######## design 1 ########
### Signal metal coverage by tile, design 1

Drawn at 4 px/um. 11 x 16 tiles, from dark purple (low) to yellow (high), scaled to the fullest tile. Values are wire area over tile area, all layers added.
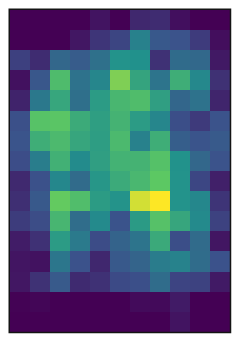
### Clock nets, design 1

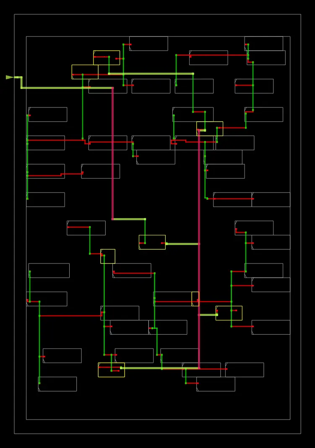
### config.mk
export PLATFORM = sky130hd
export DESIGN_NAME = uart_rx_param
export DESIGN_NICKNAME = d
export VERILOG_FILES = /design/src/rtl/uart_rx_param.sv
export SDC_FILE = /design/constraint.sdc
export NUM_CORES = 1
export LEC_CHECK = 0
export ABC_AREA = 0
export CAP_MARGIN = 20
export CORE_ASPECT_RATIO = 1.5
export CORE_MARGIN = 2
export CORE_UTILIZATION = 51
export DETAILED_ROUTE_END_ITERATION = 10
export PLACE_DENSITY = 0.84
export SYNTH_ARGS = -nofsm -noshare
export SYNTH_HDL_FRONTEND = slang
export SYNTH_SLANG_ARGS = --single-unit
### constraint.sdc
create_clock -name clk -period 2.2 [get_ports clk]
set_clock_uncertainty 0.2 [all_clocks]
set_input_delay 0.44 -clock clk [delete_from_list [all_inputs] [get_ports clk]]
set_output_delay 0.44 -clock clk [all_outputs]
set_load 0.005 [all_outputs]
### src/rtl/uart_rx_param.sv
// Parametrised UART receiver: 2-flop synchroniser, start-glitch rejection, stop/break handling
// and a valid/ready holding register with overrun pulse. Parity bit enabled by `UART_RX_PARITY_EN.
module uart_rx_param #(
    parameter int CLK_FREQ    = 50000000,
    parameter int BAUD_RATE   = 9600,
    parameter int DATA_BITS   = 8,
    parameter int PARITY_ODD  = 0,
    parameter int BIT_PERIOD  = CLK_FREQ / BAUD_RATE,
    parameter int HALF_PERIOD = BIT_PERIOD / 2
) (
    input  logic                 clk,
    input  logic                 reset,
    input  logic                 rx,
    input  logic                 ready,
    output logic [DATA_BITS-1:0] data_out,
    output logic                 valid,
    output logic                 frame_err,
    output logic                 parity_err,
    output logic                 overrun,
    output logic                 busy
);
    localparam logic [15:0] BIT_LAST  = 16'(BIT_PERIOD - 1);
    localparam logic [15:0] HALF_LAST = 16'(HALF_PERIOD - 1);
    localparam logic [3:0]  IDX_LAST  = 4'(DATA_BITS - 1);

    typedef enum logic [2:0] {
        IDLE   = 3'd0,
        START  = 3'd1,
        DATA   = 3'd2,
        STOP   = 3'd3,
        BREAK  = 3'd4
`ifdef UART_RX_PARITY_EN
        , PARITY = 3'd5
`endif
    } state_t;

    state_t                 state, state_next;
    logic                   rx_meta, rx_s;
    logic [15:0]            cnt;
    logic [3:0]             bit_idx;
    logic [DATA_BITS-1:0]   shreg;
    logic                   sample;
    logic                   complete;

    always_ff @(posedge clk) begin
        if (reset) begin
            rx_meta <= 1'b1;
            rx_s    <= 1'b1;
        end else begin
            rx_meta <= rx;
            rx_s    <= rx_meta;
        end
    end

    always_ff @(posedge clk) begin
        if (reset) state <= IDLE;
        else       state <= state_next;
    end

    always_comb begin
        state_next = state;
        sample     = 1'b0;
        case (state)
            IDLE:  if (!rx_s) state_next = START;
            START: if (cnt == HALF_LAST) begin
                sample     = 1'b1;
                state_next = rx_s ? IDLE : DATA;
            end
            DATA: if (cnt == BIT_LAST) begin
                sample = 1'b1;
                if (bit_idx == IDX_LAST) begin
`ifdef UART_RX_PARITY_EN
                    state_next = PARITY;
`else
                    state_next = STOP;
`endif
                end
            end
`ifdef UART_RX_PARITY_EN
            PARITY: if (cnt == BIT_LAST) begin
                sample     = 1'b1;
                state_next = STOP;
            end
`endif
            // Leaving at mid-stop lets the next start edge be seen with only one stop bit.
            STOP: if (cnt == BIT_LAST) begin
                sample     = 1'b1;
                state_next = rx_s ? IDLE : BREAK;
            end
            BREAK: if (rx_s) state_next = IDLE;
            default: state_next = IDLE;
        endcase
    end

    assign complete = (state == STOP) && sample;
    assign busy     = (state != IDLE);

    always_ff @(posedge clk) begin
        if (reset) begin
            cnt     <= '0;
            bit_idx <= '0;
            shreg   <= '0;
        end else begin
            if (state_next != state || sample || state == IDLE || state == BREAK) cnt <= '0;
            else cnt <= cnt + 16'd1;
            if (state == START) bit_idx <= '0;
            else if (state == DATA && sample) bit_idx <= bit_idx + 4'd1;
            if (state == DATA && sample) begin
                for (int i = 0; i < DATA_BITS; i++) begin
                    if (bit_idx == 4'(i)) shreg[i] <= rx_s;
                end
            end
        end
    end

`ifdef UART_RX_PARITY_EN
    localparam logic PAR_SENSE = (PARITY_ODD != 0);
    logic par_bit;
    logic par_calc;

    always_ff @(posedge clk) begin
        if (reset)                            par_bit <= 1'b0;
        else if (state == PARITY && sample)   par_bit <= rx_s;
    end

    assign par_calc = ((^shreg) ^ par_bit) != PAR_SENSE;
`else
    logic unused_par_sense;
    assign unused_par_sense = (PARITY_ODD != 0);
    assign parity_err       = 1'b0;
`endif

    // Holding register handshake: a word is transferred on any edge where valid && ready.
    // A completion may refill it on that same edge; completing while full and not draining
    // drops the new word and pulses overrun.
    always_ff @(posedge clk) begin
        if (reset) begin
            data_out   <= '0;
            valid      <= 1'b0;
            frame_err  <= 1'b0;
            overrun    <= 1'b0;
`ifdef UART_RX_PARITY_EN
            parity_err <= 1'b0;
`endif
        end else begin
            overrun <= 1'b0;
            if (complete) begin
                if (!valid || ready) begin
                    data_out   <= shreg;
                    valid      <= 1'b1;
                    frame_err  <= !rx_s;
`ifdef UART_RX_PARITY_EN
                    parity_err <= par_calc;
`endif
                end else begin
                    overrun <= 1'b1;
                end
            end else if (valid && ready) begin
                valid <= 1'b0;
            end
        end
    end

endmodule

==> flow_metrics.env <==
# source this file to load flow results
export IMPL_die_w_um=54.9
export IMPL_yosys_cells=217
export IMPL_path_buffers=0
export IMPL_timing_fmax_ghz=0.449
export IMPL_ys_sh_aoi=0.0252
export IMPL_fin_ws_ns=-0.0269
export IMPL_clock_latency_ns=0.30
export IMPL_violations="setup timing"
export IMPL_ys_top_cells_by_area="dfxtp_1, mux2i_1, nor2_1"
export IMPL_hold_start="rx_meta$_SDFF_PP1_"
export IMPL_area_growth_pct=24.4
export IMPL_r2r_end="bit_idx[2]$_SDFFE_PP0P_"
export IMPL_post_route_period_util=1.01
export IMPL_core_um2=3720
export IMPL_logic_gates=159
export IMPL_gr_usage_met1=0.185
export IMPL_reg_largest_list="cnt (16), data_out (8), shreg (8)"
export IMPL_seq_cells=44
export IMPL_ff2ff_path_depth=6
export IMPL_cts_htree_levels=2
export IMPL_peakVddDrop_mv=0.535
export IMPL_end_kind="register"
export IMPL_final_setup_viol_count=1
export IMPL_ys_types=38
export IMPL_logic_area_um2=1080
export IMPL_fp_util=0.534
export IMPL_power_switching_uw=291
export IMPL_timing_hold_ws_ns=0.214
export IMPL_synth_top_area_share=0.444
export IMPL_final_cell_mix="nor2_1, dfxtp_1, buf_4"
export IMPL_routed_via_density=5.41
export IMPL_groute_layer_met3_usage=0.0558
export IMPL_grt_total_usage=0.206
export IMPL_netlist_area_um2=1990
export IMPL_outcome="complete, but fails checks"
export IMPL_gp_congestion=0.829
export IMPL_grt_overflow=0
export IMPL_final_common_cell="nor2_1"
export IMPL_hpwl_mm=2.97
export IMPL_wl_met1_mm=1.57
About 'Signal metal coverage by tile' of design 1:
- mean over tiles: 0.14
- tiles over half the peak: 27%
- nearly empty tiles: 16%
- densest ninth of the die: center
- emptiest ninth of the die: lower left
- fullest tile: 0.45

About 'Clock nets' of design 1:
number of CTS-inserted buffers: 5
clkbuf count: 7


######## design 2 ########
### Clock nets, design 2

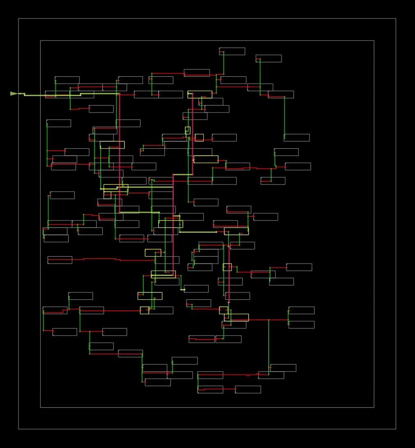
--- config.mk ---
export PLATFORM = sky130hd
export DESIGN_NAME = draw_display
export DESIGN_NICKNAME = d
export VERILOG_FILES = /design/src/rtl/draw_pkg.sv /design/src/rtl/seg7_decode.sv /design/src/rtl/draw_display.sv
export SDC_FILE = /design/constraint.sdc
export NUM_CORES = 1
export LEC_CHECK = 0
export CAP_MARGIN = 20
export CORE_ASPECT_RATIO = 1.1
export CORE_MARGIN = 8
export CORE_UTILIZATION = 30
export DETAILED_ROUTE_END_ITERATION = 7
export MAX_ROUTING_LAYER = met4
export PLACE_DENSITY_LB_ADDON = 0.3
export REMOVE_ABC_BUFFERS = 1
export SYNTH_ARGS = -nofsm -noshare
export SYNTH_HDL_FRONTEND = slang
export SYNTH_SLANG_ARGS = --single-unit
--- constraint.sdc ---
create_clock -name clk -period 3.5 [get_ports clk]
set_input_delay 0.875 -clock clk [delete_from_list [all_inputs] [get_ports clk]]
set_output_delay 0.875 -clock clk [all_outputs]
set_load 0.02 [all_outputs]
--- src/rtl/draw_pkg.sv ---
// Shared constants, conversion FSM encoding and the BCD adjust helper for the
// draw display slice.
package draw_pkg;
  localparam int         MAX_DRAWS = 7;
  localparam int         VALUE_W   = 7;
  localparam int         MAX_VALUE = 92;
  localparam logic [6:0] SEG_BLANK = 7'h7F;

  typedef enum logic [1:0] {
    IDLE  = 2'd0,
    LOAD  = 2'd1,
    SHIFT = 2'd2,
    DONE  = 2'd3
  } conv_state_t;

  // Shift-add-3 pre-shift correction: any BCD nibble of 5 or more gets +3.
  function automatic logic [7:0] bcd_adjust(input logic [7:0] bcd);
    logic [3:0] lo;
    logic [3:0] hi;
    lo = (bcd[3:0] >= 4'd5) ? bcd[3:0] + 4'd3 : bcd[3:0];
    hi = (bcd[7:4] >= 4'd5) ? bcd[7:4] + 4'd3 : bcd[7:4];
    return {hi, lo};
  endfunction
endpackage

--- src/rtl/seg7_decode.sv ---
// Combinational decimal digit to active-low seven-segment {g..a} decoder with
// a blank override; non-decimal codes also blank.
module seg7_decode
  import draw_pkg::*;
(
  input  logic [3:0] digit,
  input  logic       blank,
  output logic [6:0] seg
);

  // Digit lookup, blank takes priority.
  always_comb begin
    seg = SEG_BLANK;
    if (blank) begin
      seg = SEG_BLANK;
    end else begin
      case (digit)
        4'd0:    seg = 7'h40;
        4'd1:    seg = 7'h79;
        4'd2:    seg = 7'h24;
        4'd3:    seg = 7'h30;
        4'd4:    seg = 7'h19;
        4'd5:    seg = 7'h12;
        4'd6:    seg = 7'h02;
        4'd7:    seg = 7'h78;
        4'd8:    seg = 7'h00;
        4'd9:    seg = 7'h10;
        default: seg = SEG_BLANK;
      endcase
    end
  end

endmodule

--- src/rtl/draw_display.sv ---
// Captures drawn numbers into a small history, converts the viewed entry to BCD
// with a sequential shift-add-3 engine and drives three active-low HEX digits.
module draw_display
  import draw_pkg::*;
(
  input  logic               clk,
  input  logic               reset_n,
  input  logic               display_active,
  input  logic [VALUE_W-1:0] count_value,
  input  logic               key_browse,
  output logic [6:0]         hex0,
  output logic [6:0]         hex1,
  output logic [6:0]         hex2,
  output logic [2:0]         draw_count,
  output logic               full,
  output logic               busy,
  output logic               error
);

  localparam logic [VALUE_W-1:0] MAX_VALUE_V = VALUE_W'(MAX_VALUE);
  localparam logic [2:0]         LAST_SHIFT  = 3'(VALUE_W - 1);

  logic [VALUE_W-1:0] history_r [MAX_DRAWS];
  logic [2:0]         draw_count_r;
  logic [2:0]         view_idx_r;
  logic               full_r;
  logic               error_r;
  logic               key_prev_r;
  conv_state_t        state_r;
  logic               busy_r;
  logic               pending_r;
  logic [VALUE_W-1:0] bin_r;
  logic [7:0]         bcd_r;
  logic [2:0]         shift_cnt_r;
  logic [6:0]         hex0_r;
  logic [6:0]         hex1_r;
  logic [6:0]         hex2_r;

  logic               value_legal_s;
  logic               capture_s;
  logic               browse_s;
  logic               request_s;
  logic [2:0]         view_prev_s;
  logic [7:0]         bcd_adj_s;
  logic [6:0]         seg_units_s;
  logic [6:0]         seg_tens_s;
  logic [6:0]         seg_slot_s;

  // Capture/browse qualification; a capture in the same cycle drops the browse edge.
  always_comb begin
    value_legal_s = (count_value != '0) && (count_value <= MAX_VALUE_V);
    capture_s     = display_active && value_legal_s && !full_r;
    browse_s      = key_browse && !key_prev_r && (draw_count_r != 3'd0) && !capture_s;
    request_s     = capture_s || browse_s;
    if (view_idx_r == 3'd0) begin
      view_prev_s = draw_count_r - 3'd1;
    end else begin
      view_prev_s = view_idx_r - 3'd1;
    end
    bcd_adj_s = bcd_adjust(bcd_r);
  end

  seg7_decode u_seg_units (
    .digit (bcd_r[3:0]),
    .blank (1'b0),
    .seg   (seg_units_s)
  );

  seg7_decode u_seg_tens (
    .digit (bcd_r[7:4]),
    .blank (bcd_r[7:4] == 4'd0),
    .seg   (seg_tens_s)
  );

  seg7_decode u_seg_slot (
    .digit ({1'b0, view_idx_r + 3'd1}),
    .blank (1'b0),
    .seg   (seg_slot_s)
  );

  // History store, occupancy, view pointer, sticky error and browse edge history.
  always_ff @(posedge clk or negedge reset_n) begin
    if (!reset_n) begin
      for (int i = 0; i < MAX_DRAWS; i++) begin
        history_r[i] <= '0;
      end
      draw_count_r <= 3'd0;
      view_idx_r   <= 3'd0;
      full_r       <= 1'b0;
      error_r      <= 1'b0;
      key_prev_r   <= 1'b0;
    end else begin
      key_prev_r <= key_browse;
      if (display_active && !value_legal_s) begin
        error_r <= 1'b1;
      end
      if (capture_s) begin
        history_r[draw_count_r] <= count_value;
        draw_count_r            <= draw_count_r + 3'd1;
        view_idx_r              <= draw_count_r;
        full_r                  <= (draw_count_r == 3'(MAX_DRAWS - 1));
      end else if (browse_s) begin
        view_idx_r <= view_prev_s;
      end
    end
  end

  // Conversion FSM; requests arriving while busy collapse into one re-run.
  always_ff @(posedge clk or negedge reset_n) begin
    if (!reset_n) begin
      state_r     <= IDLE;
      busy_r      <= 1'b0;
      pending_r   <= 1'b0;
      bin_r       <= '0;
      bcd_r       <= 8'd0;
      shift_cnt_r <= 3'd0;
      hex0_r      <= SEG_BLANK;
      hex1_r      <= SEG_BLANK;
      hex2_r      <= SEG_BLANK;
    end else begin
      case (state_r)
        IDLE: begin
          if (request_s) begin
            state_r <= LOAD;
            busy_r  <= 1'b1;
          end
        end
        LOAD: begin
          bin_r       <= history_r[view_idx_r];
          bcd_r       <= 8'd0;
          shift_cnt_r <= 3'd0;
          state_r     <= SHIFT;
          if (request_s) begin
            pending_r <= 1'b1;
          end
        end
        SHIFT: begin
          bcd_r       <= {bcd_adj_s[6:0], bin_r[VALUE_W-1]};
          bin_r       <= {bin_r[VALUE_W-2:0], 1'b0};
          shift_cnt_r <= shift_cnt_r + 3'd1;
          if (shift_cnt_r == LAST_SHIFT) begin
            state_r <= DONE;
          end
          if (request_s) begin
            pending_r <= 1'b1;
          end
        end
        DONE: begin
          hex0_r    <= seg_units_s;
          hex1_r    <= seg_tens_s;
          hex2_r    <= seg_slot_s;
          pending_r <= 1'b0;
          if (pending_r || request_s) begin
            state_r <= LOAD;
          end else begin
            state_r <= IDLE;
            busy_r  <= 1'b0;
          end
        end
        default: begin
          state_r   <= IDLE;
          busy_r    <= 1'b0;
          pending_r <= 1'b0;
        end
      endcase
    end
  end

  assign hex0       = hex0_r;
  assign hex1       = hex1_r;
  assign hex2       = hex2_r;
  assign draw_count = draw_count_r;
  assign full       = full_r;
  assign busy       = busy_r;
  assign error      = error_r;

endmodule
==> flow_metrics.env <==
# source this file to load flow results
export IMPL_outcome="completed"
export IMPL_dr_wl_met2_mm=5.79
export IMPL_power_frac_clock=0.182
export IMPL_dieArea_um2=22100
export IMPL_topCombFamilyByArea="multiplexers"
export IMPL_placed_area_um2=6010
export IMPL_p_comb_uw=2330
export IMPL_tapCellCount=238
export IMPL_hpwl_mm=8.20
export IMPL_reg_largest_list="history_r (49), bcd_r (8)"
export IMPL_largest_reg_flops=49
export IMPL_cp_required_ns=3.73
export IMPL_comb_share=0.396
export IMPL_placed_cells=741
export IMPL_pwr_share_seq=0.389
export IMPL_synth_flops=101
export IMPL_hold_path_class="register to register"
export IMPL_final_common_cell="dfrtp_1"
export IMPL_nNonClkBuffers=55
export IMPL_tightest_slew_ns=0.840
export IMPL_seq_share=0.406
export IMPL_cp_depth=7
export IMPL_drt_iter0_drc=157
export IMPL_drv_slew=0
export IMPL_synth_top_area_share=0.379
export IMPL_cts_buffers=9
export IMPL_ff2ff_path_depth=9
export IMPL_grt_util_met2=0.184
export IMPL_hold_start="hex2[5]$_DFFE_PN1P_"
export IMPL_fin_tns_setup_ns=0
About 'Clock nets' of design 2:
clk_skew: 0.0109 ns
# clock sinks: 101
P_clk: 987 uW


######## design 3 ########
--- src/rtl/debug_arb_pkg.sv ---
// ============================================================================
// debug_arb_pkg : shared types, constants and round-robin helper for the
//                 debug_port_arbiter codebase slice.
// Revision      : 1.0  initial release
// ============================================================================
`default_nettype none

package debug_arb_pkg;

    typedef enum logic [1:0] {
        ST_IDLE  = 2'd0,
        ST_ARB   = 2'd1,
        ST_TAG   = 2'd2,
        ST_GRANT = 2'd3
    } arb_state_t;

    localparam logic [7:0] TAG_MAGIC = 8'hA5;

    // First requesting index strictly after ptr, cyclic over n sources; ptr
    // itself is reached last, so a sole requester wins again.
    function automatic logic [2:0] rr_next(input logic [7:0] req,
                                           input logic [2:0] ptr,
                                           input int         n);
        logic [2:0] idx;
        logic       found;
        rr_next = ptr;
        found   = 1'b0;
        for (int k = 1; k <= n; k++) begin
            idx = 3'((int'(ptr) + k) % n);
            if (!found && req[idx]) begin
                rr_next = idx;
                found   = 1'b1;
            end
        end
    endfunction

endpackage

`default_nettype wire

--- src/rtl/btn_press_classifier.sv ---
// ============================================================================
// btn_press_classifier : synchronises and debounces the active-low PB[2]
//                        button and emits one-cycle short/long press pulses.
// Revision             : 1.0  initial release
// ============================================================================
`default_nettype none

module btn_press_classifier #(
    parameter int DB_CYCLES   = 24,
    parameter int LONG_CYCLES = 1200
) (
    input  logic clk0012p0,
    input  logic user_reset_button,
    input  logic btn_n,
    output logic short_press,
    output logic long_press
);

    localparam int DB_W   = $clog2(DB_CYCLES + 1);
    localparam int HOLD_W = $clog2(LONG_CYCLES + 1);
    localparam logic [DB_W-1:0]   DB_LAST   = DB_W'(DB_CYCLES - 1);
    localparam logic [HOLD_W-1:0] HOLD_MAX  = HOLD_W'(LONG_CYCLES);
    localparam logic [HOLD_W-1:0] HOLD_LAST = HOLD_W'(LONG_CYCLES - 1);

    // Synchroniser carries the inverted button so "cleared" means released.
    logic [1:0]        sync;
    logic              db_level;
    logic [DB_W-1:0]   db_cnt;
    logic [HOLD_W-1:0] hold_cnt;

    always_ff @(posedge clk0012p0 or posedge user_reset_button) begin
        if (user_reset_button) begin
            sync        <= 2'b00;
            db_level    <= 1'b0;
            db_cnt      <= '0;
            hold_cnt    <= '0;
            short_press <= 1'b0;
            long_press  <= 1'b0;
        end else begin
            sync        <= {sync[0], ~btn_n};
            short_press <= 1'b0;
            long_press  <= 1'b0;

            if (db_level && hold_cnt != HOLD_MAX) begin
                hold_cnt <= hold_cnt + 1'b1;
                if (hold_cnt == HOLD_LAST)
                    long_press <= 1'b1;
            end

            if (sync[1] != db_level) begin
                if (db_cnt == DB_LAST) begin
                    db_level <= sync[1];
                    db_cnt   <= '0;
                    if (!sync[1]) begin
                        // A release that coincides with reaching the long
                        // threshold is reported as long only.
                        if (hold_cnt < HOLD_LAST)
                            short_press <= 1'b1;
                        hold_cnt <= '0;
                    end
                end else begin
                    db_cnt <= db_cnt + 1'b1;
                end
            end else begin
                db_cnt <= '0;
            end
        end
    end

endmodule

`default_nettype wire

--- src/rtl/debug_port_arbiter.sv ---
// ============================================================================
// debug_port_arbiter : time-shares the DEBUG/PMOD port between N_SRC sources,
//                      round-robin (AUTO) or button-selected (MANUAL).
//                      Optional ID tag frame: define DEBUG_ARB_TAG_EN.
// Revision           : 1.0  initial release
// ============================================================================
`default_nettype none

module debug_port_arbiter
    import debug_arb_pkg::*;
#(
    parameter int N_SRC       = 4,
    parameter int W           = 16,
    parameter int DWELL       = 600,
    parameter int DB_CYCLES   = 24,
    parameter int LONG_CYCLES = 1200,
    parameter int TAG_CYCLES  = 120
) (
    input  logic                     clk0012p0,
    input  logic                     user_reset_button,
    input  logic [N_SRC-1:0]         req,
    input  logic [N_SRC*W-1:0]       src_data,
    input  logic                     btn_n,
    output logic [W-1:0]             debug_out,
    output logic [N_SRC-1:0]         grant,
    output logic                     mode_manual,
    output logic [$clog2(N_SRC)-1:0] active_id
);

    localparam int ID_W    = $clog2(N_SRC);
    localparam int CNT_MAX = (DWELL > TAG_CYCLES) ? DWELL : TAG_CYCLES;
    localparam int CNT_W   = $clog2(CNT_MAX + 1);
    localparam logic [CNT_W-1:0] DWELL_LAST = CNT_W'(DWELL - 1);
`ifdef DEBUG_ARB_TAG_EN
    localparam logic [CNT_W-1:0] TAG_LAST   = CNT_W'(TAG_CYCLES - 1);
`endif

    logic [N_SRC-1:0] req_meta;
    logic [N_SRC-1:0] req_sync;
    arb_state_t       state;
    logic [ID_W-1:0]  rr_ptr;
    logic [CNT_W-1:0] dwell_cnt;
    logic             short_press;
    logic             long_press;
    logic [ID_W-1:0]  winner;
    logic [W-1:0]     src_word;

    btn_press_classifier #(
        .DB_CYCLES   (DB_CYCLES),
        .LONG_CYCLES (LONG_CYCLES)
    ) u_btn (
        .clk0012p0         (clk0012p0),
        .user_reset_button (user_reset_button),
        .btn_n             (btn_n),
        .short_press       (short_press),
        .long_press        (long_press)
    );

    assign winner   = ID_W'(rr_next(8'(req_sync), 3'(rr_ptr), N_SRC));
    assign src_word = src_data[active_id*W +: W];

    function automatic logic [N_SRC-1:0] onehot(input logic [ID_W-1:0] id);
        return N_SRC'(1) << id;
    endfunction

`ifdef DEBUG_ARB_TAG_EN
    function automatic logic [W-1:0] tag_word(input logic [ID_W-1:0] id);
        return W'({TAG_MAGIC, 4'h0, 1'b0, 3'(id)});
    endfunction
`endif

    // dwell_cnt doubles as the tag-frame counter; the two phases never overlap.
    always_ff @(posedge clk0012p0 or posedge user_reset_button) begin
        if (user_reset_button) begin
            req_meta    <= '0;
            req_sync    <= '0;
            state       <= ST_IDLE;
            rr_ptr      <= ID_W'(N_SRC - 1);
            active_id   <= '0;
            grant       <= '0;
            debug_out   <= '0;
            dwell_cnt   <= '0;
            mode_manual <= 1'b0;
        end else begin
            req_meta <= req;
            req_sync <= req_meta;

            if (short_press) begin
                dwell_cnt <= '0;
                if (!mode_manual) begin
                    mode_manual <= 1'b1;
                    grant       <= onehot(active_id);
                    state       <= ST_GRANT;
                end else begin
                    active_id <= active_id + 1'b1;
                    grant     <= onehot(active_id + 1'b1);
`ifdef DEBUG_ARB_TAG_EN
                    state     <= ST_TAG;
                    debug_out <= tag_word(active_id + 1'b1);
`else
                    state     <= ST_GRANT;
`endif
                end
            end else if (long_press) begin
                mode_manual <= 1'b0;
                grant       <= '0;
                state       <= ST_ARB;
            end else if (mode_manual) begin
                grant <= onehot(active_id);
`ifdef DEBUG_ARB_TAG_EN
                if (state == ST_TAG) begin
                    if (dwell_cnt == TAG_LAST) begin
                        state     <= ST_GRANT;
                        debug_out <= src_word;
                        dwell_cnt <= '0;
                    end else begin
                        dwell_cnt <= dwell_cnt + 1'b1;
                    end
                end else begin
                    debug_out <= src_word;
                end
`else
                debug_out <= src_word;
`endif
            end else begin
                case (state)
                    ST_IDLE: begin
                        grant <= '0;
                        if (|req_sync)
                            state <= ST_ARB;
                    end
                    ST_ARB: begin
                        if (|req_sync) begin
                            rr_ptr    <= winner;
                            active_id <= winner;
                            grant     <= onehot(winner);
                            dwell_cnt <= '0;
`ifdef DEBUG_ARB_TAG_EN
                            state     <= ST_TAG;
                            debug_out <= tag_word(winner);
`else
                            state     <= ST_GRANT;
`endif
                        end else begin
                            grant <= '0;
                            state <= ST_IDLE;
                        end
                    end
`ifdef DEBUG_ARB_TAG_EN
                    ST_TAG: begin
                        if (!req_sync[active_id]) begin
                            grant <= '0;
                            state <= ST_ARB;
                        end else if (dwell_cnt == TAG_LAST) begin
                            debug_out <= src_word;
                            dwell_cnt <= '0;
                            state     <= ST_GRANT;
                        end else begin
                            dwell_cnt <= dwell_cnt + 1'b1;
                        end
                    end
`endif
                    ST_GRANT: begin
                        if (!req_sync[active_id]) begin
                            grant <= '0;
                            state <= ST_ARB;
                        end else begin
                            debug_out <= src_word;
                            if (dwell_cnt == DWELL_LAST) begin
                                grant     <= '0;
                                dwell_cnt <= '0;
                                state     <= ST_ARB;
                            end else begin
                                dwell_cnt <= dwell_cnt + 1'b1;
                            end
                        end
                    end
                    default: state <= ST_IDLE;
                endcase
            end
        end
    end

endmodule

`default_nettype wire

--- config.mk ---
export PLATFORM = sky130hd
export DESIGN_NAME = debug_port_arbiter
export DESIGN_NICKNAME = d
export VERILOG_FILES = /design/src/rtl/debug_arb_pkg.sv /design/src/rtl/btn_press_classifier.sv /design/src/rtl/debug_port_arbiter.sv
export SDC_FILE = /design/constraint.sdc
export NUM_CORES = 1
export LEC_CHECK = 0
export ABC_AREA = 1
export CAP_MARGIN = 20
export CELL_PAD_IN_SITES_DETAIL_PLACEMENT = 2
export CELL_PAD_IN_SITES_GLOBAL_PLACEMENT = 2
export CORE_ASPECT_RATIO = 0.7
export CORE_UTILIZATION = 30
export CTS_CLUSTER_DIAMETER = 40
export DETAILED_ROUTE_END_ITERATION = 10
export PLACE_DENSITY_LB_ADDON = 0.1
export SETUP_SLACK_MARGIN = 0.3
export SLEW_MARGIN = 20
export SYNTH_ARGS = -nofsm -noshare
export SYNTH_HDL_FRONTEND = slang
export SYNTH_SLANG_ARGS = --single-unit
--- constraint.sdc ---
create_clock -name clk0012p0 -period 4 [get_ports clk0012p0]
set_input_delay 0.8 -clock clk0012p0 [delete_from_list [all_inputs] [get_ports clk0012p0]]
set_output_delay 0.8 -clock clk0012p0 [all_outputs]
set_load 0.005 [all_outputs]
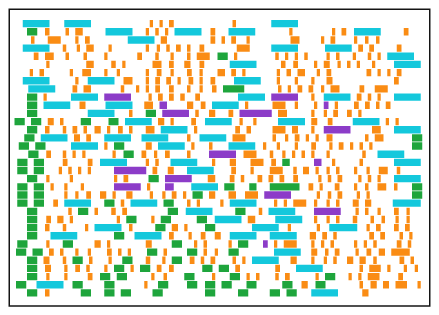
*Placed cells, one color a class, design 3*
Drawn at 3 px/um.
- purple: clock drivers and dummy loads (cells 16)
- cyan: sequential cells (cells 66)
- orange: combinational and other logic (cells 464)
- green: remaining buffers and delay cells (cells 97)
sequential share of cell area: 0.306
final instance area: 5410 um^2
FP Rows: 34

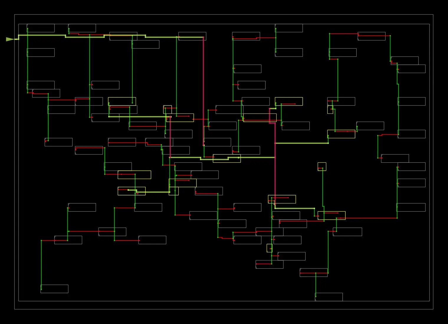
*Clock nets, design 3*
flop count: 66
number of CTS-inserted buffers: 9

==> flow_metrics.env <==
# source this file to load flow results
export IMPL_area_growth_pct=35.8
export IMPL_path_buffers=1
export IMPL_grt_pass1_vias=4610
export IMPL_hold_viol=0
export IMPL_outcome="completed"
export IMPL_cp_depth=1
export IMPL_cp_required_ns=3.20
export IMPL_wl_met1_mm=6.46
export IMPL_dr_wl_met2_mm=6.59
export IMPL_clk_path_buf_depth=2
export IMPL_post_route_period_util=0.667
export IMPL_synth_edff_count=0
export IMPL_gp_congestion=0.787
export IMPL_synthSimpleGateAreaFrac=0.304
export IMPL_power_frac_clock=0.238
export IMPL_crit_family="flip-flops"
export IMPL_nNonClkBuffers=97
export IMPL_met3_length_um=564
export IMPL_grt_util_met2=0.369
export IMPL_gr_usage_met1=0.278
export IMPL_drt_iter0_drc=82
export IMPL_clock_latency_ns=0.33
export IMPL_routed_via_density=4.99
export IMPL_synth_seq_share=0.415
export IMPL_hold_path_class="register to register"
export IMPL_synth_flops=66
export IMPL_finalCriticalPeriod_ns=2.67
export IMPL_cp_max_fo=21
export IMPL_p_comb_uw=1780
export IMPL_ant_nets=0
export IMPL_num_vias=4019
export IMPL_syn_inst=548
export IMPL_synth_xor_area_share=0.0176
export IMPL_topCombFamilyByArea="simple AND/OR/NAND/NOR gates"
export IMPL_grt_overflow=0
export IMPL_area_share_nonclk_buffers=0.184
export IMPL_p_leak_uw=0.00234
export IMPL_drv_slew=0
export IMPL_hold_depth=0
export IMPL_die_w_um=140
export IMPL_utilization=0.426
export IMPL_slew_headroom=0.411
export IMPL_end_kind="output pin"
export IMPL_power_leader="combinational cells"


## Gallery

Sizing map.
image #1
Drawn at 2 px/um.
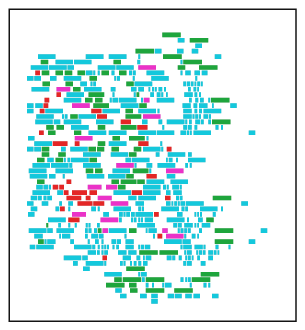
image #2
Drawn at 3 px/um.
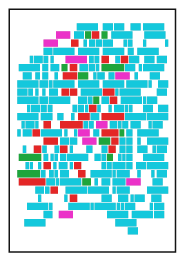
image #3
Drawn at 2 px/um.
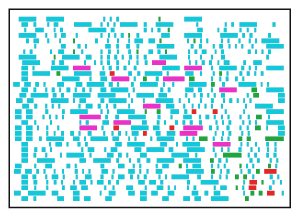
- smallest die: image #2
- fewest cells: image #2
image #1 -> design 2
image #3 -> design 3
image #2 -> design 1

Power figures rest on the tool's default switching activity, not on a simulated workload.
